# rr_sel_16

--- src/rtl/rr_sel_pkg.sv ---
// Shared constants, FSM state type and small helpers for the round-robin select generator.
// Latency: n/a (declarations only).
// Backpressure: n/a.
package rr_sel_pkg;

    // Number of request channels; matches the width of the downstream word mux.
    localparam int N_CH  = 16;
    // Select width, log2(N_CH).
    localparam int SEL_W = 4;

    // IDLE: no grant outstanding. GRANT: sel/out_valid presented, waiting for accept.
    typedef enum logic {
        IDLE  = 1'b0,
        GRANT = 1'b1
    } rr_state_t;

    // Next start point after a channel was served. SEL_W-bit arithmetic wraps 15 -> 0.
    function automatic logic [SEL_W-1:0] sel_inc(input logic [SEL_W-1:0] s);
        return s + SEL_W'(1);
    endfunction

    // One-hot decode of a select value.
    function automatic logic [N_CH-1:0] sel_onehot(input logic [SEL_W-1:0] s);
        return N_CH'(1) << s;
    endfunction

endpackage

--- src/rtl/rr_pick16.sv ---
// Rotating-priority picker: first set bit of req scanning ptr, ptr+1, ... modulo N_CH.
// Latency: purely combinational, zero cycles.
// Backpressure: none; the caller decides when the result is used.
//
// Ports:
//   req  - per-channel request vector
//   ptr  - channel with highest priority for this pick
//   win  - index of the winning channel (don't-care when any=0)
//   any  - at least one request is set
module rr_pick16
    import rr_sel_pkg::*;
(
    input  logic [N_CH-1:0]  req,
    input  logic [SEL_W-1:0] ptr,
    output logic [SEL_W-1:0] win,
    output logic             any
);

    logic [2*N_CH-1:0] req_dbl;
    logic [2*N_CH-1:0] req_shift;
    logic [N_CH-1:0]   req_rot;
    logic [SEL_W-1:0]  off;

    always_comb begin
        // Rotate right by ptr so that channel ptr lands on bit 0; the doubled
        // vector makes the wrap-around fall out of a plain shift.
        req_dbl   = {req, req};
        req_shift = req_dbl >> ptr;
        req_rot   = req_shift[N_CH-1:0];

        // Priority encode the rotated vector, lowest bit wins. Scanning from the
        // top and overwriting leaves the lowest set bit in off.
        off = '0;
        for (int i = N_CH - 1; i >= 0; i--) begin
            if (req_rot[i]) begin
                off = SEL_W'(i);
            end
        end

        any = |req;
        // Undo the rotation; SEL_W-bit addition wraps modulo N_CH.
        win = ptr + off;
    end

endmodule

--- src/rtl/rr_sel_16.sv ---
// Round-robin select generator for a 16:1 word mux; the channel served last gets lowest priority next.
// Latency: req sampled at edge N gives out_valid/sel in cycle N+1; one grant per cycle back-to-back.
// Backpressure: a presented grant (sel/out_valid) is held unchanged until out_ready; never withdrawn.
//
// Optional feature: define RR_ONEHOT_GNT_EN to add the registered one-hot gnt output.
//
// Ports:
//   clk        - sole clock, rising edge
//   rst        - synchronous active-high reset, overrides every other input
//   req        - level-sensitive per-channel requests, sampled every cycle
//   out_ready  - consumer accepts the current select (don't-care while out_valid=0)
//   sel        - registered mux select
//   out_valid  - sel is a valid grant
//   gnt        - (RR_ONEHOT_GNT_EN only) one-hot of sel while out_valid, else 0
module rr_sel_16
    import rr_sel_pkg::*;
(
    input  logic             clk,
    input  logic             rst,
    input  logic [N_CH-1:0]  req,
    input  logic             out_ready,
    output logic [SEL_W-1:0] sel,
    output logic             out_valid
`ifdef RR_ONEHOT_GNT_EN
    ,
    output logic [N_CH-1:0]  gnt
`endif
);

    rr_state_t        state_q,     state_d;
    logic [SEL_W-1:0] ptr_q,       ptr_d;
    logic [SEL_W-1:0] sel_q,       sel_d;
    logic             out_valid_q, out_valid_d;
`ifdef RR_ONEHOT_GNT_EN
    logic [N_CH-1:0]  gnt_q,       gnt_d;
`endif

    logic [SEL_W-1:0] pick_ptr;
    logic [SEL_W-1:0] pick_win;
    logic             pick_any;

    // In GRANT the only pick that matters is the one on accept, which must start
    // just past the channel being served -- the same value ptr takes this edge.
    // Using sel_q+1 directly avoids waiting a cycle for ptr_q to update.
    assign pick_ptr = (state_q == GRANT) ? sel_inc(sel_q) : ptr_q;

    rr_pick16 u_pick (
        .req (req),
        .ptr (pick_ptr),
        .win (pick_win),
        .any (pick_any)
    );

    always_comb begin
        state_d     = state_q;
        ptr_d       = ptr_q;
        sel_d       = sel_q;
        out_valid_d = out_valid_q;

        case (state_q)
            IDLE: begin
                if (pick_any) begin
                    sel_d       = pick_win;
                    out_valid_d = 1'b1;
                    state_d     = GRANT;
                end
            end
            GRANT: begin
                // Without an accept everything holds and req is ignored, even if
                // the granted channel drops its request.
                if (out_ready) begin
                    ptr_d = sel_inc(sel_q);
                    if (pick_any) begin
                        sel_d = pick_win;
                    end else begin
                        // sel keeps its last value; it is unqualified while out_valid=0.
                        out_valid_d = 1'b0;
                        state_d     = IDLE;
                    end
                end
            end
            default: begin
                state_d     = IDLE;
                out_valid_d = 1'b0;
            end
        endcase
    end

`ifdef RR_ONEHOT_GNT_EN
    // Derived from the next-state values so gnt is a register aligned with sel.
    always_comb begin
        gnt_d = out_valid_d ? sel_onehot(sel_d) : '0;
    end
`endif

    always_ff @(posedge clk) begin
        if (rst) begin
            state_q     <= IDLE;
            ptr_q       <= '0;
            sel_q       <= '0;
            out_valid_q <= 1'b0;
`ifdef RR_ONEHOT_GNT_EN
            gnt_q       <= '0;
`endif
        end else begin
            state_q     <= state_d;
            ptr_q       <= ptr_d;
            sel_q       <= sel_d;
            out_valid_q <= out_valid_d;
`ifdef RR_ONEHOT_GNT_EN
            gnt_q       <= gnt_d;
`endif
        end
    end

    assign sel       = sel_q;
    assign out_valid = out_valid_q;
`ifdef RR_ONEHOT_GNT_EN
    assign gnt       = gnt_q;
`endif

endmodule

--- config.mk ---
export PLATFORM = sky130hd
export DESIGN_NAME = rr_sel_16
export DESIGN_NICKNAME = d
export VERILOG_FILES = /design/src/rtl/rr_sel_pkg.sv /design/src/rtl/rr_pick16.sv /design/src/rtl/rr_sel_16.sv
export SDC_FILE = /design/constraint.sdc
export NUM_CORES = 1
export LEC_CHECK = 0
export ABC_CLOCK_PERIOD_IN_PS = 10600
export CORE_MARGIN = 3
export CORE_UTILIZATION = 45
export CTS_BUF_LIST = sky130_fd_sc_hd__clkbuf_4 sky130_fd_sc_hd__clkbuf_8
export CTS_CLUSTER_DIAMETER = 150
export DETAILED_ROUTE_END_ITERATION = 8
export PLACE_DENSITY = 0.67
export SLEW_MARGIN = 40
export SYNTH_ARGS = -nofsm -noshare
export SYNTH_HDL_FRONTEND = slang
export SYNTH_SLANG_ARGS = --single-unit
export TNS_END_PERCENT = 20
--- constraint.sdc ---
create_clock -name clk -period 10.6 [get_ports clk]
set_input_delay 1.59 -clock clk [delete_from_list [all_inputs] [get_ports clk]]
set_output_delay 1.59 -clock clk [all_outputs]
set_load 0.05 [all_outputs]
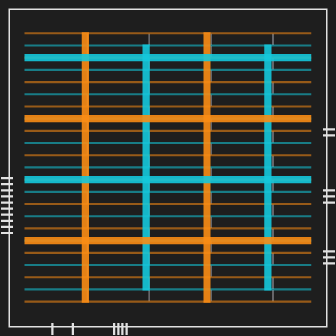
rr_sel_16/power_grid.png
Pins as bars on the die edge. Tap cells in grey.
legend:
  VSS:
    colour: orange
  VDD:
    colour: cyan
met4 straps: 4
met1 rails: 23
signal pins: 24
tap cells: 48
met5 straps: 4
vertical die size: 70.5 um
x dimension of the die: 70.5 um
Core Footprint: 3830 sq um
highest ir drop seen on vdd: 0.0000699 V

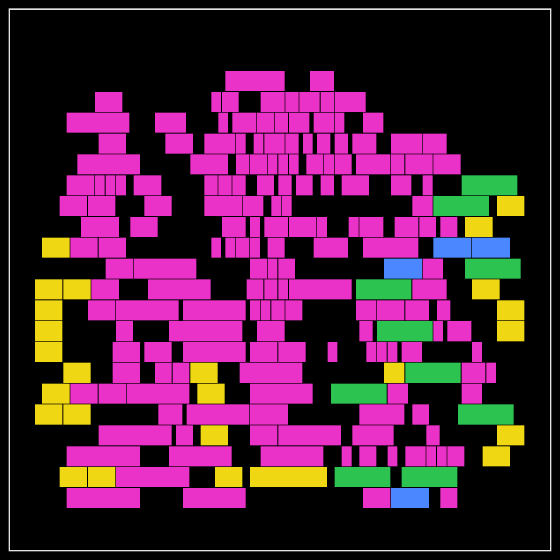
rr_sel_16/placement_by_type.png
legend:
  combinational and other logic:
    colour: magenta
    cells: 170
    share_of_their_area: 75%
  clock drivers and dummy loads:
    colour: blue
    cells: 4
    share_of_their_area: 2.6%
  sequential cells:
    colour: green
    cells: 10
    share_of_their_area: 9.5%
  remaining buffers and delay cells:
    colour: yellow
    cells: 25
    share_of_their_area: 13%
sequential share of cell area: 9.25%
Placement Rows: 22

==> tab_implementation.tex <==
% Generated from flow reports
\begin{tabular}{lr}
\hline
Metric & Value \\
\hline
\multicolumn{2}{l}{\textbf{Final layout}} \\
\quad Finished Cell Area & 2160 sq um \\
\quad Number of fill cells in the layout & 336 \\
\multicolumn{2}{l}{\textbf{Timing}} \\
\quad Final clock skew & 3.03 ps \\
\quad Final max-slew violation count & 0 \\
\quad Setup slack of the critical path after layout & 5730 ps \\
\quad Hold violation count in the final report & 0 \\
\quad Slew at the pin with the worst max-slew slack & 760 ps \\
\quad Fin Setup TNS & 0 ps \\
\quad Setup violators final & 0 \\
\multicolumn{2}{l}{\textbf{Run status}} \\
\quad Outcome & completed \\
\multicolumn{2}{l}{\textbf{Clocking}} \\
\quad Htree depth & 1 \\
\quad Post-CTS Setup Inserts & 0 \\
\quad Late-Pin Clk Latency & 240 ps \\
\multicolumn{2}{l}{\textbf{Pwr}} \\
\quad Reported leakage power & 0.835 nW \\
\quad Seq group & 0.0558 mW \\
\quad Power density relative to cell area & 233 nW/um\^{}2 \\
\quad Switching portion of total power & 49.9\% \\
\multicolumn{2}{l}{\textbf{Synthesis}} \\
\quad Synth Net Count & 213 \\
\quad Post-synth top area share & 13.9\% \\
\quad Post-synth regs & 10 \\
\quad Number of enable flip-flop cells & 0 \\
\quad Commonest cells in the netlist & 26 x mux2i\_1, 17 x nand2\_1, 13 x nor2\_1 \\
\quad Total cell area reported by yosys after synthesis & 1870 sq um \\
\multicolumn{2}{l}{\textbf{Worst setup path}} \\
\quad Number of cells on the worst reg-to-reg path & 15 \\
\quad Cell with the largest stage delay on the worst path & mux4\_1 \\
\quad Crit. End Element & register \\
\multicolumn{2}{l}{\textbf{GRT}} \\
\quad Overall overflow remaining after global route & 0 \\
\quad Met1 track utilization from global routing & 24.9\% \\
\multicolumn{2}{l}{\textbf{Min path}} \\
\quad Min-Delay Path Class & register to register \\
\quad Startpoint of the most critical hold path & ptr\_q[2]\$\_SDFFE\_PP0P\_ \\
\multicolumn{2}{l}{\textbf{Route}} \\
\quad DRC Markers & 0 \\
\hline
\end{tabular}
==> cell type report <==
class                      count  area share, %
multi-input combinational    163           71.9
timing repair buffer          25           12.3
sequential                    10           9.25
tap                           48           2.78
clock buffer                   4           2.54
inverter                       7           1.21
==> logic make-up (layout without fill, tap and decap cells) <==
family / after synthesis / count (layout) / share of synthesized area (%)
AOI/OAI and AO/OA: 43 / 43 / 16.5
DFF: 10 / 10 / 10.7
xor gates and xnor gates: 4 / 4 / 1.87
and+or+nand+nor: 57 / 57 / 15.9
adders and majority gates: 5 / 5 / 3.68
buffers and inverters: 17 / 36 / 6.29
muxes: 54 / 54 / 45.2

# hazard_scoreboard

`config.mk`:
```
export PLATFORM = sky130hd
export DESIGN_NAME = hazard_scoreboard
export DESIGN_NICKNAME = d
export VERILOG_FILES = /design/src/rtl/hazard_scoreboard_pkg.sv /design/src/rtl/hazard_reg_counter.sv /design/src/rtl/hazard_scoreboard.sv
export SDC_FILE = /design/constraint.sdc
export NUM_CORES = 1
export LEC_CHECK = 0
export CORE_UTILIZATION = 62
export CTS_BUF_LIST = sky130_fd_sc_hd__clkbuf_16
export DETAILED_ROUTE_END_ITERATION = 12
export PLACE_DENSITY = 0.94
export SLEW_MARGIN = 10
export SYNTH_ARGS = -nofsm -noshare
export SYNTH_HDL_FRONTEND = slang
export SYNTH_SLANG_ARGS = --single-unit
```
`constraint.sdc`:
```
create_clock -name clk -period 6.8 [get_ports clk]
set_input_delay 0.68 -clock clk [delete_from_list [all_inputs] [get_ports clk]]
set_output_delay 0.68 -clock clk [all_outputs]
set_load 0.01 [all_outputs]
```
`src/rtl/hazard_scoreboard_pkg.sv`:
```
// Shared pipeline definitions for the decode-stage hazard scoreboard.
// Default widths, the zero-register index and the standard producer latencies.
package hazard_scoreboard_pkg;

    localparam int unsigned REG_AW_DEF   = 4;
    localparam int unsigned LAT_W_DEF    = 3;
    localparam int unsigned PERF_W_DEF   = 16;
    localparam int unsigned ZERO_REG_IDX = 0;

    // Cycles after issue before a producer's result can be forwarded.
    localparam int unsigned LAT_ALU  = 0;
    localparam int unsigned LAT_LOAD = 1;
    localparam int unsigned LAT_MUL  = 3;

    typedef struct packed {
        logic rs_hit;
        logic rt_hit;
    } hazard_hits_t;

    // A register is tracked unless it is the hardwired zero register.
    function automatic logic is_tracked(input int unsigned idx, input logic zero_reg);
        return !(zero_reg && (idx == ZERO_REG_IDX));
    endfunction

    function automatic int unsigned lat_max(input int unsigned a, input int unsigned b);
        return (a > b) ? a : b;
    endfunction

endpackage

```
`src/rtl/hazard_reg_counter.sv`:
```
// Per-register outstanding-write countdown with max-merge on reload.
// o_busy is high while the register's pending result is not yet forwardable.
module hazard_reg_counter
    import hazard_scoreboard_pkg::*;
#(
    parameter int unsigned LAT_W = 3
) (
    input  logic             clk,
    input  logic             rst_n,
    input  logic             i_load,
    input  logic [LAT_W-1:0] i_lat,
    output logic             o_busy
);

    logic [LAT_W-1:0] r_cnt;
    logic [LAT_W-1:0] w_cnt_dec;
    logic [LAT_W-1:0] w_cnt_nxt;

    always_comb begin
        w_cnt_dec = (r_cnt != '0) ? (r_cnt - LAT_W'(1)) : '0;
        w_cnt_nxt = w_cnt_dec;
        // A later write never shortens a window that is still running.
        if (i_load) begin
            w_cnt_nxt = LAT_W'(lat_max(32'(i_lat), 32'(w_cnt_dec)));
        end
    end

    always_ff @(posedge clk or negedge rst_n) begin
        if (!rst_n) begin
            r_cnt <= '0;
        end else begin
            r_cnt <= w_cnt_nxt;
        end
    end

    assign o_busy = (r_cnt != '0);

endmodule

```
`src/rtl/hazard_scoreboard.sv`:
```
// Decode-stage hazard scoreboard: stalls consumers of registers whose producers
// are still in flight, handles branch flush and counts stall cycles.
module hazard_scoreboard
    import hazard_scoreboard_pkg::*;
#(
    parameter int unsigned REG_AW   = REG_AW_DEF,
    parameter int unsigned LAT_W    = LAT_W_DEF,
    parameter bit          ZERO_REG = 1'b1,
    parameter int unsigned PERF_W   = PERF_W_DEF
) (
    input  logic              clk,
    input  logic              rst_n,
    input  logic              i_id_valid,
    input  logic [REG_AW-1:0] i_id_rs,
    input  logic [REG_AW-1:0] i_id_rt,
    input  logic              i_id_rs_used,
    input  logic              i_id_rt_used,
    input  logic              i_id_we,
    input  logic [REG_AW-1:0] i_id_rd,
    input  logic [LAT_W-1:0]  i_id_lat,
    input  logic              i_flush,
    output logic              o_stall,
    output logic              o_pc_write,
    output logic              o_if_id_write,
    output logic              o_id_ex_bubble,
    output logic [PERF_W-1:0] o_stall_cycles
);

    localparam int unsigned NUM_REGS = 2 ** REG_AW;

    logic [NUM_REGS-1:0] w_busy;
    logic [NUM_REGS-1:0] w_load;
    hazard_hits_t        w_hits;
    logic                w_stall;
    logic                w_issue;
    logic                w_wr_en;
    logic [PERF_W-1:0]   r_stall_cycles;

    // Hazard check sees only the registered counts, so self-dependence uses the old value.
    always_comb begin
        w_hits.rs_hit = i_id_rs_used && w_busy[i_id_rs] && is_tracked(32'(i_id_rs), ZERO_REG);
        w_hits.rt_hit = i_id_rt_used && w_busy[i_id_rt] && is_tracked(32'(i_id_rt), ZERO_REG);
        w_stall       = i_id_valid && !i_flush && (w_hits.rs_hit || w_hits.rt_hit);
        w_issue       = i_id_valid && !w_stall && !i_flush;
        w_wr_en       = w_issue && i_id_we && (i_id_lat != '0)
                        && is_tracked(32'(i_id_rd), ZERO_REG);
    end

    for (genvar g = 0; g < NUM_REGS; g++) begin : g_reg
        assign w_load[g] = w_wr_en && (i_id_rd == REG_AW'(g));

        hazard_reg_counter #(
            .LAT_W (LAT_W)
        ) u_cnt (
            .clk    (clk),
            .rst_n  (rst_n),
            .i_load (w_load[g]),
            .i_lat  (i_id_lat),
            .o_busy (w_busy[g])
        );
    end

    always_ff @(posedge clk or negedge rst_n) begin
        if (!rst_n) begin
            r_stall_cycles <= '0;
        end else if (w_stall && (r_stall_cycles != '1)) begin
            r_stall_cycles <= r_stall_cycles + PERF_W'(1);
        end
    end

    assign o_stall        = w_stall;
    assign o_pc_write     = !w_stall;
    assign o_if_id_write  = !w_stall;
    assign o_id_ex_bubble = w_stall || i_flush;
    assign o_stall_cycles = r_stall_cycles;

endmodule

```
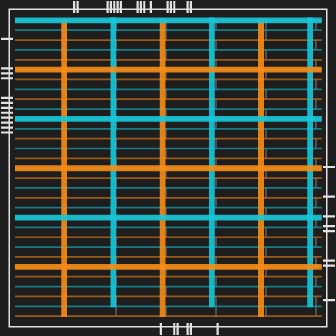
hazard_scoreboard/power_grid.png
Pins as bars on the die edge. Tap cells in grey.
legend:
  VDD:
    colour: cyan
  VSS:
    colour: orange
met4 straps: 6
rows: 30
signal pins: 42
met1 rails: 31
met5 straps: 6
Core Footprint: 6910 sq um
highest ir drop seen on vdd: 0.000201 V
vertical die size: 87.2 um
x dimension of the die: 87.2 um

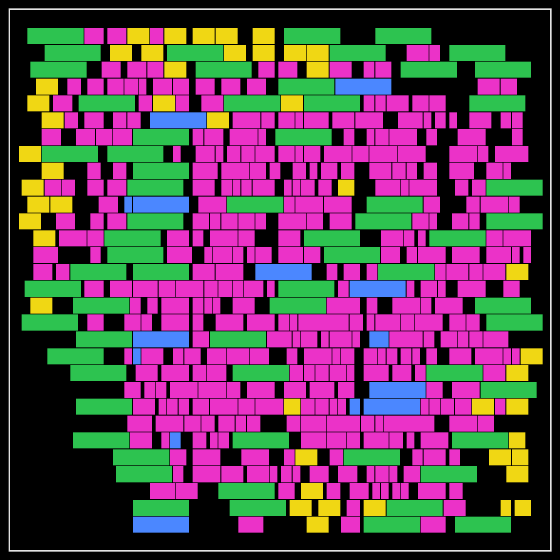
hazard_scoreboard/placement_by_type.png
legend:
  clock drivers and dummy loads:
    colour: blue
    cells: 14
    share_of_their_area: 4.9%
  remaining buffers and delay cells:
    colour: yellow
    cells: 46
    share_of_their_area: 8.6%
  combinational and other logic:
    colour: magenta
    cells: 367
    share_of_their_area: 55%
  sequential cells:
    colour: green
    cells: 64
    share_of_their_area: 31%
utilization after layout: 76.1%
Placement Rows: 30
Finished Cell Area: 5250 sq um
sequential share of cell area: 30.5%

==> tab_implementation.tex <==
% Generated from flow reports
\begin{tabular}{lr}
\hline
Metric & Value \\
\hline
\multicolumn{2}{l}{\textbf{Timing}} \\
\quad Final worst hold slack & 476 ps \\
\quad Slew at the pin with the worst max-slew slack & 830 ps \\
\quad Setup violators final & 0 \\
\quad Final period utilization & 64.7\% \\
\multicolumn{2}{l}{\textbf{Synthesis}} \\
\quad Proportion of synthesized area in mux cells & 11.8\% \\
\quad Yosys top cell by instances & dfrtp\_1 \\
\quad Complex Gates by Area & 16.4\% \\
\quad Post-synth regs & 64 \\
\multicolumn{2}{l}{\textbf{Worst setup path}} \\
\quad Crit. Startpoint & i\_id\_rs[1] \\
\quad Worst Setup Start Kind & input port \\
\quad Worst Path Required & 6120 ps \\
\quad Cell with the largest stage delay on the worst path & clkdlybuf4s50\_1 \\
\quad Cell Chain, Critical Path & clkdlybuf4s50\_1 > nor4b\_1 > o21ai\_0 > a2111oi\_2 > or3\_1 > nand2\_1 > nand2\_1 > clkdlybuf4s50\_1 \\
\quad Number of cells on the worst reg-to-reg path & 7 \\
\quad Instance count on the critical path & 8 \\
\multicolumn{2}{l}{\textbf{Placed design}} \\
\quad Area post-placement & 5000 sq um \\
\quad Total placed cells including tap cells & 573 \\
\quad Detailed placer's ending HPWL & 8.03 mm \\
\multicolumn{2}{l}{\textbf{Route}} \\
\quad Detailed route wirelength on metal2 & 5.80 mm \\
\quad Starting DRT DRC Count & 302 \\
\quad Number of routed nets with antenna violations & 0 \\
\multicolumn{2}{l}{\textbf{Final layout}} \\
\quad Final standard cell count with taps included and fillers excluded & 587 \\
\quad Largest register by flop count & g.u\_cnt.r\_cnt \\
\quad Top library cells by usage in the layout, fill and taps aside & 64 x dfrtp\_1, 46 x ha\_1, 40 x clkdlybuf4s50\_1 \\
\multicolumn{2}{l}{\textbf{GRT}} \\
\quad Met3 routing resource usage after global routing & 5.97\% \\
\multicolumn{2}{l}{\textbf{Run status}} \\
\quad Outcome & completed \\
\multicolumn{2}{l}{\textbf{Clocking}} \\
\quad Clock-pin slew of the registers on the worst-case setup and hold paths & 50 ps \\
\quad Largest buffer count on any clock path & 2 \\
\multicolumn{2}{l}{\textbf{Min path}} \\
\quad Worst hold path stage count & 1 \\
\multicolumn{2}{l}{\textbf{Run}} \\
\quad Total tool warning count & 26 \\
\hline
\end{tabular}
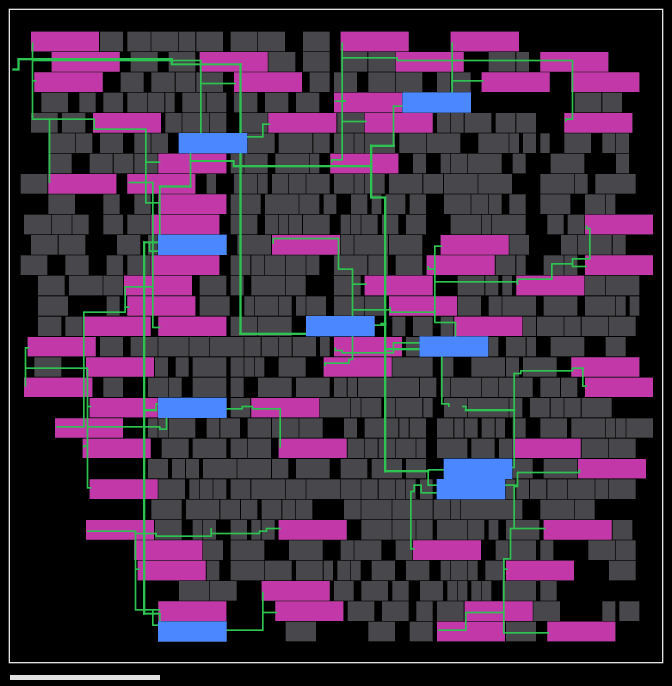
hazard_scoreboard/clk_routes.png
Bar = 20 um.
legend:
  flip-flops:
    colour: magenta
    count: 64
  clock wires:
    colour: green
    length: 852 um
  clock drivers:
    colour: blue
    count: 9
flops lie: widely spread
Late-Pin Clk Latency: 330 ps
Clk pwr share: 38.5%
clock-net power: 0.398 mW

## power by group
group	switching, mW	internal (mW)	total, mW	leakage [nW]
Clock	0.159	0.239	0.398	0.126
Combinational	0.111	0.0944	0.205	1.44
Sequential	0.0288	0.403	0.432	0.886
## cell type report
| cell class | count | area, sq um |
|---|---|---|
| clock buffer | 9 | 225 |
| clock inverter | 5 | 26.3 |
| fill | 475 | 1650 |
| inverter | 13 | 48.8 |
| multi-input combinational | 354 | 2790 |
| sequential | 64 | 1600 |
| tap | 96 | 120 |
| timing repair buffer | 46 | 443 |

# traffic_phase_timer

traffic_phase_timer/power_grid.png
Pins as bars on the die edge. Tap cells in grey.
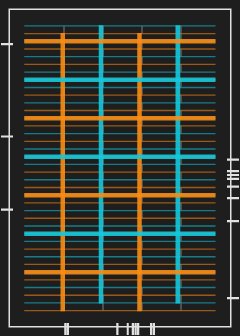
traffic_phase_timer/placement_by_type.png
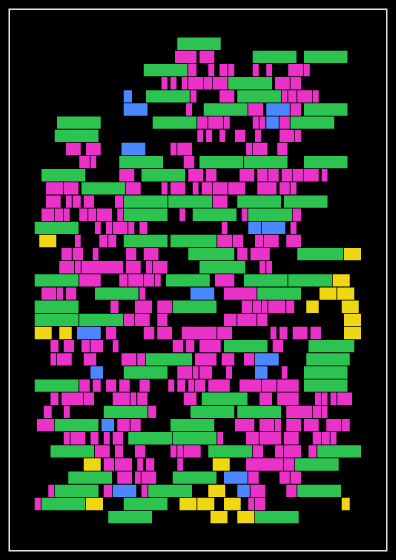
traffic_phase_timer/clk_routes.png
Bar = 20 um.
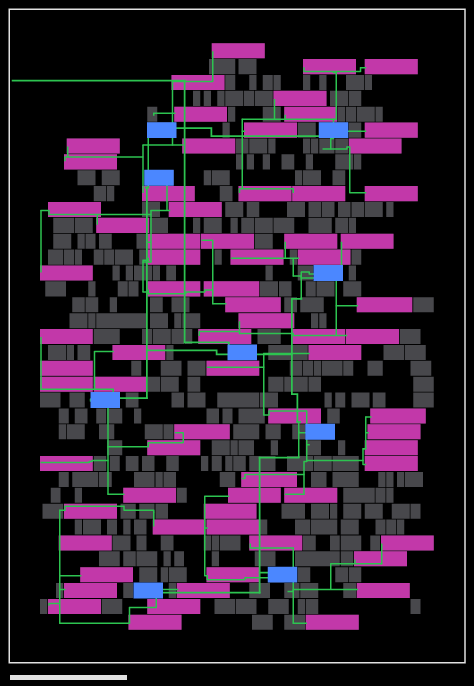
[src/rtl/traffic_phase_timer.sv]
// Traffic-light phase timer: 1 s prescaler, pedestrian key debouncer and the
// GREEN -> BLUE -> RED phase sequencer feeding the active-low LED driver.
module traffic_phase_timer #(
  parameter int unsigned TICK_DIV    = 32_000_000,
  parameter int unsigned DEB_CYCLES  = 640_000,
  parameter int unsigned GREEN_S     = 5,
  parameter int unsigned MIN_GREEN_S = 2,
  parameter int unsigned BLUE_S      = 2,
  parameter int unsigned RED_S       = 5
) (
  input  logic       sys_clk,
  input  logic       sys_rst_n,
  input  logic       key_n,
  input  logic       enable,
  output logic       tick_1s,
  output logic       advance,
  output logic [1:0] phase,
  output logic [2:0] led_code,
  output logic       ped_wait,
  output logic [7:0] remain
);

  localparam int unsigned PRE_W = (TICK_DIV > 1) ? $clog2(TICK_DIV) : 1;
  localparam int unsigned DEB_W = (DEB_CYCLES > 1) ? $clog2(DEB_CYCLES) : 1;

  localparam logic [2:0] LED_GREEN = 3'b110;
  localparam logic [2:0] LED_BLUE  = 3'b011;
  localparam logic [2:0] LED_RED   = 3'b101;

  typedef enum logic [1:0] {
    PH_GREEN = 2'd0,
    PH_BLUE  = 2'd1,
    PH_RED   = 2'd2
  } phase_e;

  logic [PRE_W-1:0] pre_q, pre_d;
  logic             tick_q, tick_d;
  logic             sync1_q, sync2_q;
  logic             stable_q, stable_d;
  logic [DEB_W-1:0] deb_q, deb_d;
  logic             press_c;
  phase_e           phase_q, phase_d;
  logic [7:0]       elapsed_q, elapsed_d;
  logic             advance_q, advance_d;
  logic [2:0]       led_q, led_d;
  logic             ped_q, ped_d;
  logic [7:0]       remain_q, remain_d;
  logic [7:0]       dur_cur_c, dur_nxt_c;

  // Phase duration in ticks; a pending request shortens green.
  function automatic logic [7:0] dur_of(input phase_e ph, input logic ped);
    case (ph)
      PH_GREEN: dur_of = ped ? 8'(MIN_GREEN_S) : 8'(GREEN_S);
      PH_BLUE:  dur_of = 8'(BLUE_S);
      default:  dur_of = 8'(RED_S);
    endcase
  endfunction

  function automatic logic [2:0] led_of(input phase_e ph);
    case (ph)
      PH_GREEN: led_of = LED_GREEN;
      PH_BLUE:  led_of = LED_BLUE;
      default:  led_of = LED_RED;
    endcase
  endfunction

  always_ff @(posedge sys_clk or negedge sys_rst_n) begin
    if (!sys_rst_n) begin
      pre_q     <= '0;
      tick_q    <= 1'b0;
      sync1_q   <= 1'b1;
      sync2_q   <= 1'b1;
      stable_q  <= 1'b1;
      deb_q     <= '0;
      phase_q   <= PH_GREEN;
      elapsed_q <= '0;
      advance_q <= 1'b0;
      led_q     <= LED_GREEN;
      ped_q     <= 1'b0;
      remain_q  <= 8'(GREEN_S);
    end else begin
      pre_q     <= pre_d;
      tick_q    <= tick_d;
      sync1_q   <= key_n;
      sync2_q   <= sync1_q;
      stable_q  <= stable_d;
      deb_q     <= deb_d;
      phase_q   <= phase_d;
      elapsed_q <= elapsed_d;
      advance_q <= advance_d;
      led_q     <= led_d;
      ped_q     <= ped_d;
      remain_q  <= remain_d;
    end
  end

  always_comb begin
    pre_d     = pre_q;
    tick_d    = 1'b0;
    stable_d  = stable_q;
    deb_d     = deb_q;
    press_c   = 1'b0;
    phase_d   = phase_q;
    elapsed_d = elapsed_q;
    advance_d = 1'b0;
    led_d     = led_q;
    ped_d     = ped_q;
    dur_cur_c = dur_of(phase_q, ped_q);

    // Prescaler wraps through the explicit compare only.
    if (enable) begin
      if (pre_q == PRE_W'(TICK_DIV - 1)) begin
        pre_d  = '0;
        tick_d = 1'b1;
      end else begin
        pre_d = pre_q + PRE_W'(1);
      end
    end

    // Debounce: accept the synced level after DEB_CYCLES differing samples.
    if (sync2_q == stable_q) begin
      deb_d = '0;
    end else if (deb_q == DEB_W'(DEB_CYCLES - 1)) begin
      stable_d = sync2_q;
      deb_d    = '0;
      press_c  = ~sync2_q;
    end else begin
      deb_d = deb_q + DEB_W'(1);
    end

    if (tick_q) begin
      if (({1'b0, elapsed_q} + 9'd1) >= {1'b0, dur_cur_c}) begin
        elapsed_d = '0;
        advance_d = 1'b1;
        case (phase_q)
          PH_GREEN: phase_d = PH_BLUE;
          PH_BLUE:  phase_d = PH_RED;
          default:  phase_d = PH_GREEN;
        endcase
      end else begin
        elapsed_d = elapsed_q + 8'd1;
      end
    end

    led_d = led_of(phase_d);

    // Entering red serves the request; a press in that same cycle is dropped.
    if (advance_d && (phase_d == PH_RED)) begin
      ped_d = 1'b0;
    end else if (press_c) begin
      ped_d = 1'b1;
    end

    dur_nxt_c = dur_of(phase_d, ped_d);
    remain_d  = (elapsed_d >= dur_nxt_c) ? 8'd1 : (dur_nxt_c - elapsed_d);
  end

  assign tick_1s  = tick_q;
  assign advance  = advance_q;
  assign phase    = phase_q;
  assign led_code = led_q;
  assign ped_wait = ped_q;
  assign remain   = remain_q;

endmodule
[config.mk]
export PLATFORM = sky130hd
export DESIGN_NAME = traffic_phase_timer
export DESIGN_NICKNAME = d
export VERILOG_FILES = /design/src/rtl/traffic_phase_timer.sv
export SDC_FILE = /design/constraint.sdc
export NUM_CORES = 1
export LEC_CHECK = 0
export CORE_ASPECT_RATIO = 1.5
export CORE_MARGIN = 5
export CORE_UTILIZATION = 52
export CTS_BUF_LIST = sky130_fd_sc_hd__clkbuf_4 sky130_fd_sc_hd__clkbuf_8 sky130_fd_sc_hd__clkbuf_16
export DETAILED_ROUTE_END_ITERATION = 7
export PLACE_DENSITY = 0.71
export SLEW_MARGIN = 0
export SYNTH_ARGS = -nofsm -noshare
export SYNTH_HDL_FRONTEND = slang
export SYNTH_SLANG_ARGS = --single-unit
[constraint.sdc]
create_clock -name sys_clk -period 4.4 [get_ports sys_clk]
set_clock_uncertainty 0.2 [all_clocks]
set_input_delay 0.88 -clock sys_clk [delete_from_list [all_inputs] [get_ports sys_clk]]
set_output_delay 0.88 -clock sys_clk [all_outputs]
set_load 0.05 [all_outputs]
==> tab_implementation.tex <==
% Generated from flow reports
\begin{tabular}{lr}
\hline
Metric & Value \\
\hline
\multicolumn{2}{l}{\textbf{Floorplanning}} \\
\quad Number of primary I/O pins & 20 \\
\quad DIE AREA & 8690 sq um \\
\quad Tap Cells & 78 \\
\multicolumn{2}{l}{\textbf{Final layout}} \\
\quad Combinational fraction of the cell area & 41.7\% \\
\quad Final clock-cell share & 4.34\% \\
\quad NonClk Buf Share & 5.00\% \\
\quad Nets@finish & 377 \\
\quad Top library cells by usage in the layout, fill and taps aside & 65 x dfrtp\_1, 44 x nor2\_1, 22 x xnor2\_1 \\
\multicolumn{2}{l}{\textbf{Synthesis}} \\
\quad Avg Inst Size Synth & 10.5 sq um \\
\quad Complex Gates by Area & 7.68\% \\
\quad Yosys top cell by instances & dfrtp\_1 \\
\multicolumn{2}{l}{\textbf{Clocking}} \\
\quad Number of buffers added by the clock tree synthesis step & 9 \\
\quad Post-CTS Setup Inserts & 0 \\
\quad Number of gates resized after CTS & 0 \\
\quad Root Buffer Master & clkbuf\_8 \\
\multicolumn{2}{l}{\textbf{GRT}} \\
\quad Number of antenna violations at the first check in global routing & 0 \\
\quad Overall overflow remaining after global route & 0 \\
\multicolumn{2}{l}{\textbf{Run status}} \\
\quad Outcome & completed \\
\multicolumn{2}{l}{\textbf{Min path}} \\
\quad Min-Delay Path Class & register to register \\
\multicolumn{2}{l}{\textbf{Worst setup path}} \\
\quad Cell with the largest stage delay on the worst path & dfrtp\_1 \\
\quad Endpoint of the worst-slack reg-to-reg timing path & remain[1]\$\_DFF\_PN0\_ \\
\quad Bufs and invs on worst path & 0 \\
\quad Crit. End Element & register \\
\quad Worst Setup Start Kind & register \\
\quad Most numerous cell on the critical path & ha\_1 \\
\quad Launching point of the worst reg2reg path & phase[0]\$\_DFF\_PN0\_ \\
\quad Cell Chain, Critical Path & nor2\_1 > or2\_2 > ha\_1 > or3b\_2 > o211ai\_1 > a31oi\_4 > mux2\_2 > a211oi\_1 > ha\_1 > a31oi\_1 > nor4bb\_1 \\
\multicolumn{2}{l}{\textbf{Pwr}} \\
\quad Part of the total power dissipated in combinational logic & 6.3\% \\
\quad Seq group & 0.731 mW \\
\multicolumn{2}{l}{\textbf{Timing}} \\
\quad RSZ-0062 raised after global routing & false \\
\multicolumn{2}{l}{\textbf{Route}} \\
\quad Total Wirelength & 6.52 mm \\
\quad Routed wirelength normalized by instance count & 14.6 um \\
\quad Total length of routed met3 wires & 210 um \\
\quad Number of routed nets with antenna violations & 0 \\
\hline
\end{tabular}
About traffic_phase_timer/power_grid.png:
legend:
  VSS:
    colour: orange
  VDD:
    colour: cyan
met5 straps: 7
signal pins: 20
met4 straps: 4
tap cells: 78
x dimension of the die: 77.8 um
vertical die size: 112 um
Core Footprint: 6810 sq um

About traffic_phase_timer/placement_by_type.png:
legend:
  clock drivers and dummy loads:
    colour: blue
    cells: 16
    share_of_their_area: 4.4%
  sequential cells:
    colour: green
    cells: 72
    share_of_their_area: 46%
  combinational and other logic:
    colour: magenta
    cells: 259
    share_of_their_area: 44%
  remaining buffers and delay cells:
    colour: yellow
    cells: 21
    share_of_their_area: 5.1%
Finished Cell Area: 4010 sq um
sequential share of cell area: 45.2%
utilization after layout: 58.9%
Placement Rows: 37

About traffic_phase_timer/clk_routes.png:
legend:
  clock drivers:
    colour: blue
    count: 9
  clock wires:
    colour: green
    length: 928 um
  flip-flops:
    colour: magenta
    count: 72
routed clock nets: 10
flops lie: widely spread
Late-Pin Clk Latency: 350 ps
clock-net power: 0.471 mW
Clk pwr share: 36.7%

==> per-stage QoR <==
stage	setup slack [ps]	hold slack [ps]	utilization, %	total power, mW	instance area (sq um)
floorplan	416	145	-	0.790	3590
global placement	597	148	56.3	0.824	3830
detailed placement	398	149	56.3	0.826	3830
CTS	375	159	58.9	1.30	4010
global route	55.9	169	58.9	1.35	4010
finish	426	157	58.9	1.28	4010
==> sequential cells by signal, indices dropped and copies added (netlist names) <==
register / flops
sync1_q: 1
elapsed_q: 8
led_code: 3
stable_q: 1
tick_1s: 1
advance: 1
remain: 8
pre_q: 25
deb_q: 20
sync2_q: 1
ped_wait: 1
phase: 2

# nand_input_conditioner

nand_input_conditioner/power_grid.png
Pins as bars on the die edge. Tap cells in grey.
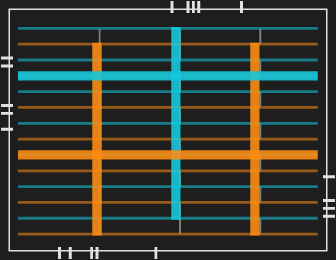
nand_input_conditioner/placement_by_type.png
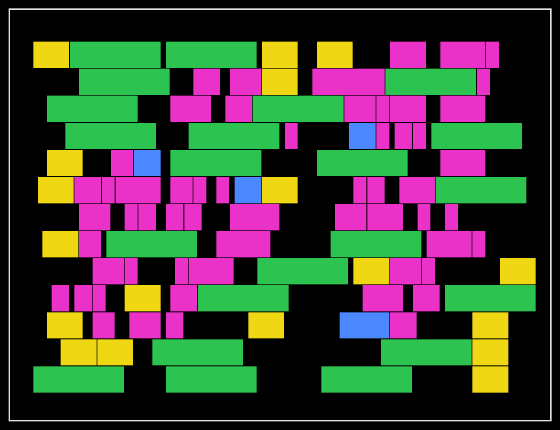
nand_input_conditioner/clk_routes.png
Bar = 20 um.
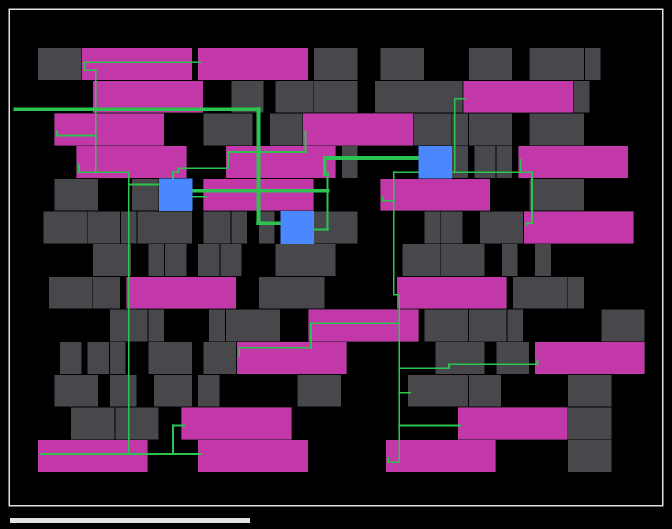
--- src/rtl/nand_tile_pkg.sv ---
// Shared constants for the NAND tile: channel indices, channel count, glitch counter width,
// and the debounce counter width rule.
package nand_tile_pkg;

    localparam int CH_A     = 0;
    localparam int CH_B     = 1;
    localparam int NUM_CH   = 2;
    localparam int GLITCH_W = 8;

    // Width needed to hold 0..cycles-1, never less than one bit.
    function automatic int cnt_width(input int cycles);
        return (cycles <= 2) ? 1 : $clog2(cycles);
    endfunction

endpackage

--- src/rtl/nand_debounce_ch.sv ---
// One pad channel: synchroniser chain, debounce counter, clean level flop, registered
// edge strobes and a combinational "aborted change" flag for the glitch counter.
module nand_debounce_ch
    import nand_tile_pkg::*;
#(
    parameter int   SYNC_STAGES     = 2,
    parameter int   DEBOUNCE_CYCLES = 4,
    parameter logic RESET_VAL       = 1'b0
) (
    input  logic clk,
    input  logic rst_n,
    input  logic ena,
    input  logic raw_in,
    output logic clean_out,
    output logic rise_out,
    output logic fall_out,
    output logic glitch_out
);

    localparam int                     CNT_W    = cnt_width(DEBOUNCE_CYCLES);
    localparam logic [CNT_W-1:0]       CNT_MAX  = CNT_W'(DEBOUNCE_CYCLES - 1);
    // Final stage resets to the clean level so no change is seen right after reset.
    localparam logic [SYNC_STAGES-1:0] SYNC_RST = {RESET_VAL, {(SYNC_STAGES-1){1'b0}}};

    logic [SYNC_STAGES-1:0] sync_q, sync_d;
    logic [CNT_W-1:0]       cnt_q, cnt_d;
    logic                   clean_q, clean_d;
    logic                   rise_q, rise_d;
    logic                   fall_q, fall_d;
    logic                   glitch;
    logic                   synced;

    assign sync_d = {sync_q[SYNC_STAGES-2:0], raw_in};
    assign synced = sync_q[SYNC_STAGES-1];

    always_comb begin
        cnt_d   = cnt_q;
        clean_d = clean_q;
        rise_d  = 1'b0;
        fall_d  = 1'b0;
        glitch  = 1'b0;
        if (ena) begin
            if (synced != clean_q) begin
                if (cnt_q == CNT_MAX) begin
                    clean_d = synced;
                    cnt_d   = '0;
                    rise_d  = synced;
                    fall_d  = ~synced;
                end else begin
                    cnt_d = cnt_q + CNT_W'(1);
                end
            end else if (cnt_q != '0) begin
                cnt_d  = '0;
                glitch = 1'b1;
            end
        end
    end

    always_ff @(posedge clk or negedge rst_n) begin
        if (!rst_n) begin
            sync_q  <= SYNC_RST;
            cnt_q   <= '0;
            clean_q <= RESET_VAL;
            rise_q  <= 1'b0;
            fall_q  <= 1'b0;
        end else begin
            sync_q  <= sync_d;
            cnt_q   <= cnt_d;
            clean_q <= clean_d;
            rise_q  <= rise_d;
            fall_q  <= fall_d;
        end
    end

    assign clean_out  = clean_q;
    assign rise_out   = rise_q;
    assign fall_out   = fall_q;
    assign glitch_out = glitch;

endmodule

--- src/rtl/nand_input_conditioner.sv ---
// Conditions the two raw NAND input pads (A, B) into clean debounced levels with edge
// strobes, and keeps a saturating count of rejected glitches across both channels.
module nand_input_conditioner
    import nand_tile_pkg::*;
#(
    parameter int                SYNC_STAGES     = 2,
    parameter int                DEBOUNCE_CYCLES = 4,
    parameter logic [NUM_CH-1:0] RESET_VAL       = 2'b00
) (
    input  logic                clk,
    input  logic                rst_n,
    input  logic                ena,
    input  logic [NUM_CH-1:0]   raw_in,
    output logic [NUM_CH-1:0]   clean_out,
    output logic [NUM_CH-1:0]   rise_out,
    output logic [NUM_CH-1:0]   fall_out,
    output logic [GLITCH_W-1:0] glitch_cnt
);

    logic [NUM_CH-1:0]   glitch;
    logic [1:0]          glitch_inc;
    logic [GLITCH_W:0]   glitch_sum;
    logic [GLITCH_W-1:0] glitch_cnt_q, glitch_cnt_d;

    nand_debounce_ch #(
        .SYNC_STAGES     (SYNC_STAGES),
        .DEBOUNCE_CYCLES (DEBOUNCE_CYCLES),
        .RESET_VAL       (RESET_VAL[CH_A])
    ) u_ch_a (
        .clk        (clk),
        .rst_n      (rst_n),
        .ena        (ena),
        .raw_in     (raw_in[CH_A]),
        .clean_out  (clean_out[CH_A]),
        .rise_out   (rise_out[CH_A]),
        .fall_out   (fall_out[CH_A]),
        .glitch_out (glitch[CH_A])
    );

    nand_debounce_ch #(
        .SYNC_STAGES     (SYNC_STAGES),
        .DEBOUNCE_CYCLES (DEBOUNCE_CYCLES),
        .RESET_VAL       (RESET_VAL[CH_B])
    ) u_ch_b (
        .clk        (clk),
        .rst_n      (rst_n),
        .ena        (ena),
        .raw_in     (raw_in[CH_B]),
        .clean_out  (clean_out[CH_B]),
        .rise_out   (rise_out[CH_B]),
        .fall_out   (fall_out[CH_B]),
        .glitch_out (glitch[CH_B])
    );

    // Both channels may abort on the same edge, so the increment is 0, 1 or 2.
    assign glitch_inc = {1'b0, glitch[CH_A]} + {1'b0, glitch[CH_B]};
    assign glitch_sum = {1'b0, glitch_cnt_q} + {{(GLITCH_W-1){1'b0}}, glitch_inc};

    always_comb begin
        glitch_cnt_d = glitch_sum[GLITCH_W-1:0];
        if (glitch_sum[GLITCH_W]) begin
            glitch_cnt_d = '1;
        end
    end

    always_ff @(posedge clk or negedge rst_n) begin
        if (!rst_n) begin
            glitch_cnt_q <= '0;
        end else begin
            glitch_cnt_q <= glitch_cnt_d;
        end
    end

    assign glitch_cnt = glitch_cnt_q;

endmodule

--- config.mk ---
export PLATFORM = sky130hd
export DESIGN_NAME = nand_input_conditioner
export DESIGN_NICKNAME = d
export VERILOG_FILES = /design/src/rtl/nand_tile_pkg.sv /design/src/rtl/nand_debounce_ch.sv /design/src/rtl/nand_input_conditioner.sv
export SDC_FILE = /design/constraint.sdc
export NUM_CORES = 1
export LEC_CHECK = 0
export CORE_ASPECT_RATIO = 0.75
export CORE_UTILIZATION = 50
export CTS_CLUSTER_DIAMETER = 30
export DETAILED_ROUTE_END_ITERATION = 10
export GPL_TIMING_DRIVEN = 1
export HOLD_SLACK_MARGIN = 0.15
export PLACE_DENSITY_LB_ADDON = 0.12
export SLEW_MARGIN = 20
export SYNTH_ARGS = -nofsm -noshare
export SYNTH_HDL_FRONTEND = slang
export SYNTH_SLANG_ARGS = --single-unit
--- constraint.sdc ---
create_clock -name clk -period 5.85 [get_ports clk]
set_input_delay 0.585 -clock clk [delete_from_list [all_inputs] [get_ports clk]]
set_output_delay 0.585 -clock clk [all_outputs]
set_load 0.1 [all_outputs]
==> tab_implementation.tex <==
% Generated from flow reports
\begin{tabular}{lr}
\hline
Metric & Value \\
\hline
\multicolumn{2}{l}{\textbf{Floorplanning}} \\
\quad Placement Rows & 13 \\
\multicolumn{2}{l}{\textbf{Final layout}} \\
\quad Antenna Diode Count & 0 \\
\quad Nets@finish & 114 \\
\multicolumn{2}{l}{\textbf{Clocking}} \\
\quad Num Clock Sinks & 22 \\
\quad Htree depth & 1 \\
\quad Number of buffers added by the clock tree synthesis step & 3 \\
\multicolumn{2}{l}{\textbf{Placed design}} \\
\quad Total placed cells including tap cells & 120 \\
\multicolumn{2}{l}{\textbf{Route}} \\
\quad Number of iterations in the first detailed-routing pass & 4 \\
\quad Total Wirelength & 1.74 mm \\
\quad Number of routed nets with antenna violations & 0 \\
\multicolumn{2}{l}{\textbf{Synthesis}} \\
\quad Warnings, synthesis & 0 \\
\quad Post-synth top area share & 53.7\% \\
\multicolumn{2}{l}{\textbf{Run status}} \\
\quad Outcome & completed \\
\multicolumn{2}{l}{\textbf{Timing}} \\
\quad Final period utilization & 46.2\% \\
\multicolumn{2}{l}{\textbf{GRT}} \\
\quad Overall overflow remaining after global route & 0 \\
\hline
\end{tabular}
About nand_input_conditioner/power_grid.png:
legend:
  VSS:
    colour: orange
  VDD:
    colour: cyan
rows: 13
tap cells: 22
met1 rails: 14
met4 straps: 3
met5 straps: 2
vertical die size: 41.2 um
Core Footprint: 1820 sq um

About nand_input_conditioner/placement_by_type.png:
legend:
  clock drivers and dummy loads:
    colour: blue
    cells: 4
    share_of_their_area: 3.0%
  combinational and other logic:
    colour: magenta
    cells: 58
    share_of_their_area: 36%
  sequential cells:
    colour: green
    cells: 22
    share_of_their_area: 46%
  remaining buffers and delay cells:
    colour: yellow
    cells: 18
    share_of_their_area: 15%
utilization after layout: 67.0%
sequential share of cell area: 45.1%

About nand_input_conditioner/clk_routes.png:
legend:
  clock drivers:
    colour: blue
    count: 3
  flip-flops:
    colour: magenta
    count: 22
  clock wires:
    colour: green
    length: 240 um
routed clock nets: 4
flops lie: widely spread
final clock skew: 3.01 ps
Late-Pin Clk Latency: 300 ps

[layout make-up]
| type | count | area, sq um | area share, % |
|---|---|---|---|
| Tap cell | 22 | 27.5 | 2.26 |
| Inverter | 9 | 33.8 | 2.77 |
| Clock buffer | 4 | 36.3 | 2.97 |
| Multi-Input combinational cell | 49 | 392 | 32.1 |
| Timing Repair Buffer | 18 | 180 | 14.8 |
| Sequential cell | 22 | 551 | 45.1 |
[metal layers]
layer,track usage [%],part of all wire (%),up-vias
li1,-,-,327
met1,25.8,49,327
met2,26.5,45,17
met3,7.78,4.9,2
met4,3.85,0.52,0
met5,0,0,-

# countdown_timer

`src/rtl/countdown_timer.sv`:
```
// rtl/countdown_timer.sv - fan auto-off minutes:seconds countdown driven by the 1 s tick
// Commands resolve in priority order cancel > pause > load > start > tick_1s.
module countdown_timer #(
  parameter int MAX_MIN = 59
) (
  input  logic       clk,
  input  logic       rst_n,
  input  logic       tick_1s,
  input  logic       load,
  input  logic [5:0] load_min,
  input  logic       start,
  input  logic       pause,
  input  logic       cancel,
  output logic [5:0] remain_min,
  output logic [5:0] remain_sec,
  output logic       running,
  output logic       paused,
  output logic       expired
);

  typedef enum logic [1:0] {
    IDLE  = 2'd0,
    RUN   = 2'd1,
    PAUSE = 2'd2
  } state_t;

  localparam logic [5:0] MAX_MIN_V = 6'(MAX_MIN);

  state_t     state_q;
  state_t     state_d;
  logic [5:0] min_d;
  logic [5:0] sec_d;
  logic       expired_d;
  logic       at_zero;

  assign at_zero = (remain_min == 6'd0) && (remain_sec == 6'd0);

  always_comb begin
    state_d   = state_q;
    min_d     = remain_min;
    sec_d     = remain_sec;
    expired_d = 1'b0;

    if (cancel) begin
      state_d = IDLE;
      min_d   = 6'd0;
      sec_d   = 6'd0;
    end else if (pause) begin
      if (state_q == RUN) begin
        state_d = PAUSE;
      end
    end else if (load) begin
      if (state_q != RUN) begin
        min_d = (load_min > MAX_MIN_V) ? MAX_MIN_V : load_min;
        sec_d = 6'd0;
      end
    end else if (start) begin
      if (state_q != RUN && !at_zero) begin
        state_d = RUN;
      end
    end else if (tick_1s && state_q == RUN && !at_zero) begin
      if (remain_sec != 6'd0) begin
        sec_d = remain_sec - 6'd1;
      end else begin
        min_d = remain_min - 6'd1;
        sec_d = 6'd59;
      end
      // The tick that lands on 0:00 ends the run on the same edge.
      if (remain_min == 6'd0 && remain_sec == 6'd1) begin
        state_d   = IDLE;
        expired_d = 1'b1;
      end
    end
  end

  always_ff @(posedge clk or negedge rst_n) begin
    if (!rst_n) begin
      state_q    <= IDLE;
      remain_min <= 6'd0;
      remain_sec <= 6'd0;
      running    <= 1'b0;
      paused     <= 1'b0;
      expired    <= 1'b0;
    end else begin
      state_q    <= state_d;
      remain_min <= min_d;
      remain_sec <= sec_d;
      running    <= (state_d == RUN);
      paused     <= (state_d == PAUSE);
      expired    <= expired_d;
    end
  end

endmodule

```
`config.mk`:
```
export PLATFORM = sky130hd
export DESIGN_NAME = countdown_timer
export DESIGN_NICKNAME = d
export VERILOG_FILES = /design/src/rtl/countdown_timer.sv
export SDC_FILE = /design/constraint.sdc
export NUM_CORES = 1
export LEC_CHECK = 0
export ABC_CLOCK_PERIOD_IN_PS = 2100
export CORE_MARGIN = 4
export CORE_UTILIZATION = 45
export CTS_BUF_LIST = sky130_fd_sc_hd__clkbuf_8
export DETAILED_ROUTE_END_ITERATION = 8
export PLACE_DENSITY = 0.79
export SYNTH_ARGS = -nofsm -noshare
export SYNTH_HDL_FRONTEND = slang
export SYNTH_SLANG_ARGS = --single-unit
```
`constraint.sdc`:
```
create_clock -name clk -period 2.1 [get_ports clk]
set_clock_uncertainty 0.2 [all_clocks]
set_input_delay 0.42 -clock clk [delete_from_list [all_inputs] [get_ports clk]]
set_output_delay 0.42 -clock clk [all_outputs]
set_load 0.05 [all_outputs]
```
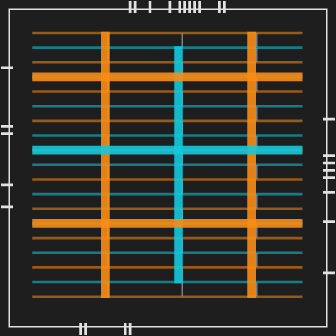
countdown_timer/power_grid.png
Pins as bars on the die edge. Tap cells in grey.
legend:
  VSS:
    colour: orange
  VDD:
    colour: cyan
met1 rails: 19
tap cells: 30
rows: 18
met4 straps: 3
signal pins: 28
x dimension of the die: 58.7 um
highest ir drop seen on vdd: 0.000614 V

==> tab_implementation.tex <==
% Generated from flow reports
\begin{tabular}{lr}
\hline
Metric & Value \\
\hline
\multicolumn{2}{l}{\textbf{Run status}} \\
\quad Outcome & completed \\
\multicolumn{2}{l}{\textbf{Worst setup path}} \\
\quad Cell Chain, Critical Path & clkdlybuf4s15\_1 > or3b\_4 > or3\_4 > o21a\_4 > mux2\_4 \\
\quad Number of cells on the worst reg-to-reg path & 4 \\
\quad Worst reg2reg setup slack & 50 ps \\
\quad Worst setup path endpoint & remain\_min[0]\$\_DFFE\_PN0P\_ \\
\quad Launching point of the worst reg2reg path & remain\_min[2]\$\_DFFE\_PN0P\_ \\
\quad Crit. End Element & register \\
\quad Crit Path Max Fanout & 6 \\
\quad Instance count on the critical path & 5 \\
\quad Worst Path Required & 2040 ps \\
\multicolumn{2}{l}{\textbf{Placed design}} \\
\quad GP Congestion & 0.855 \\
\multicolumn{2}{l}{\textbf{Route}} \\
\quad Number of routed nets with antenna violations & 0 \\
\quad Number of iterations in the first detailed-routing pass & 4 \\
\multicolumn{2}{l}{\textbf{Synthesis}} \\
\quad Seq share, synth & 36.8\% \\
\quad Post-synth cell types & 39 \\
\quad Post-synth top area share & 36.8\% \\
\quad Proportion of synthesized area in mux cells & 2.60\% \\
\quad Dominant non-sequential cell family after synthesis & simple AND/OR/NAND/NOR gates \\
\quad Avg Inst Size Synth & 9.17 sq um \\
\quad Cell total in the yosys stat output & 126 \\
\multicolumn{2}{l}{\textbf{Clocking}} \\
\quad Number of buffers added by the clock tree synthesis step & 3 \\
\quad Number of gates resized after CTS & 3 \\
\quad Post-CTS Setup Inserts & 1 \\
\quad Late-Pin Clk Latency & 260 ps \\
\quad Largest buffer count on any clock path & 2 \\
\multicolumn{2}{l}{\textbf{Pwr}} \\
\quad Total design power & 0.965 mW \\
\quad Internal cell power & 0.628 mW \\
\quad Seq group & 0.363 mW \\
\quad Net switching power of the design & 0.337 mW \\
\multicolumn{2}{l}{\textbf{Timing}} \\
\quad RSZ-0062 raised after global routing & true \\
\quad Hold violation count in the final report & 0 \\
\quad Final max-slew violation count & 0 \\
\multicolumn{2}{l}{\textbf{Final layout}} \\
\quad Top library cells by usage in the layout, fill and taps aside & 42 x buf\_4, 12 x inv\_1, 11 x clkdlybuf4s50\_1 \\
\quad Most common logic cell in the routed design & buf\_4 \\
\quad Utilization after layout & 70.9\% \\
\multicolumn{2}{l}{\textbf{Floorplanning}} \\
\quad DIE AREA & 3440 sq um \\
\multicolumn{2}{l}{\textbf{GRT}} \\
\quad Largest net degree at the start of global routing & 18 \\
\quad Aggregate global-route resource usage & 23.2\% \\
\hline
\end{tabular}
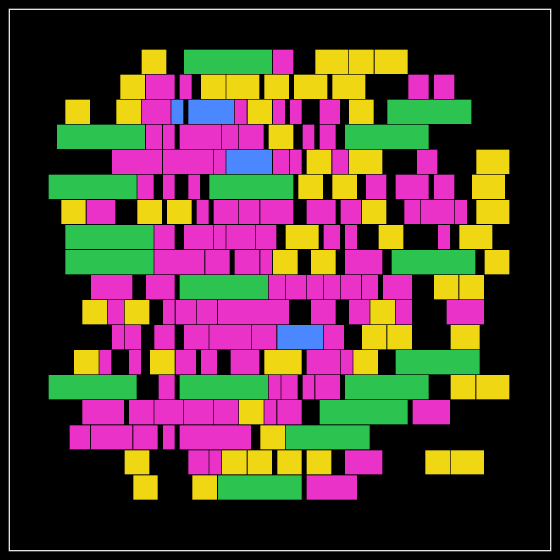
countdown_timer/placement_by_type.png
legend:
  sequential cells:
    colour: green
    cells: 17
    share_of_their_area: 26%
  remaining buffers and delay cells:
    colour: yellow
    cells: 57
    share_of_their_area: 27%
  clock drivers and dummy loads:
    colour: blue
    cells: 4
    share_of_their_area: 2.6%
  combinational and other logic:
    colour: magenta
    cells: 107
    share_of_their_area: 44%
Finished Cell Area: 1740 sq um
Placement Rows: 18

[routing by layer]
layer | global-route usage [%] | up-vias
met1 | 27.8 | 629
met2 | 40.5 | 62
met4 | 8.74 | 0
met5 | 0 | -
met3 | 5.04 | 17
li1 | - | 605
[cell type report]
| class | instances | area, sq um |
|---|---|---|
| timing repair buffer | 57 | 465 |
| tap | 30 | 37.5 |
| clock inverter | 1 | 3.75 |
| inverter | 12 | 45.0 |
| multi-input combinational | 95 | 711 |
| sequential | 17 | 437 |
| fill | 182 | 714 |
| clock buffer | 3 | 41.3 |


==> notes/layouts.md <==
Pictures saved along the way, in no particular order.

Routing congestion map.
Plate I
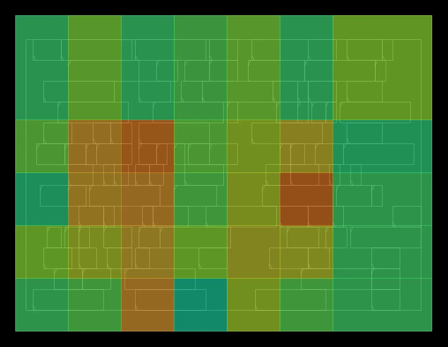
Plate II
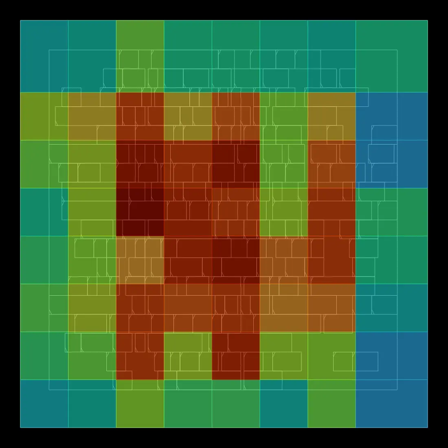
Plate III
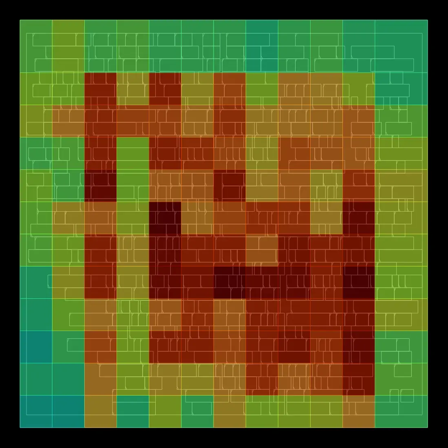
Of these, highest track usage: Plate III
Of these, most wire per cell: Plate III
countdown_timer: Plate II
nand_input_conditioner: Plate I
hazard_scoreboard: Plate III

Power and IR drop assume default switching activity.
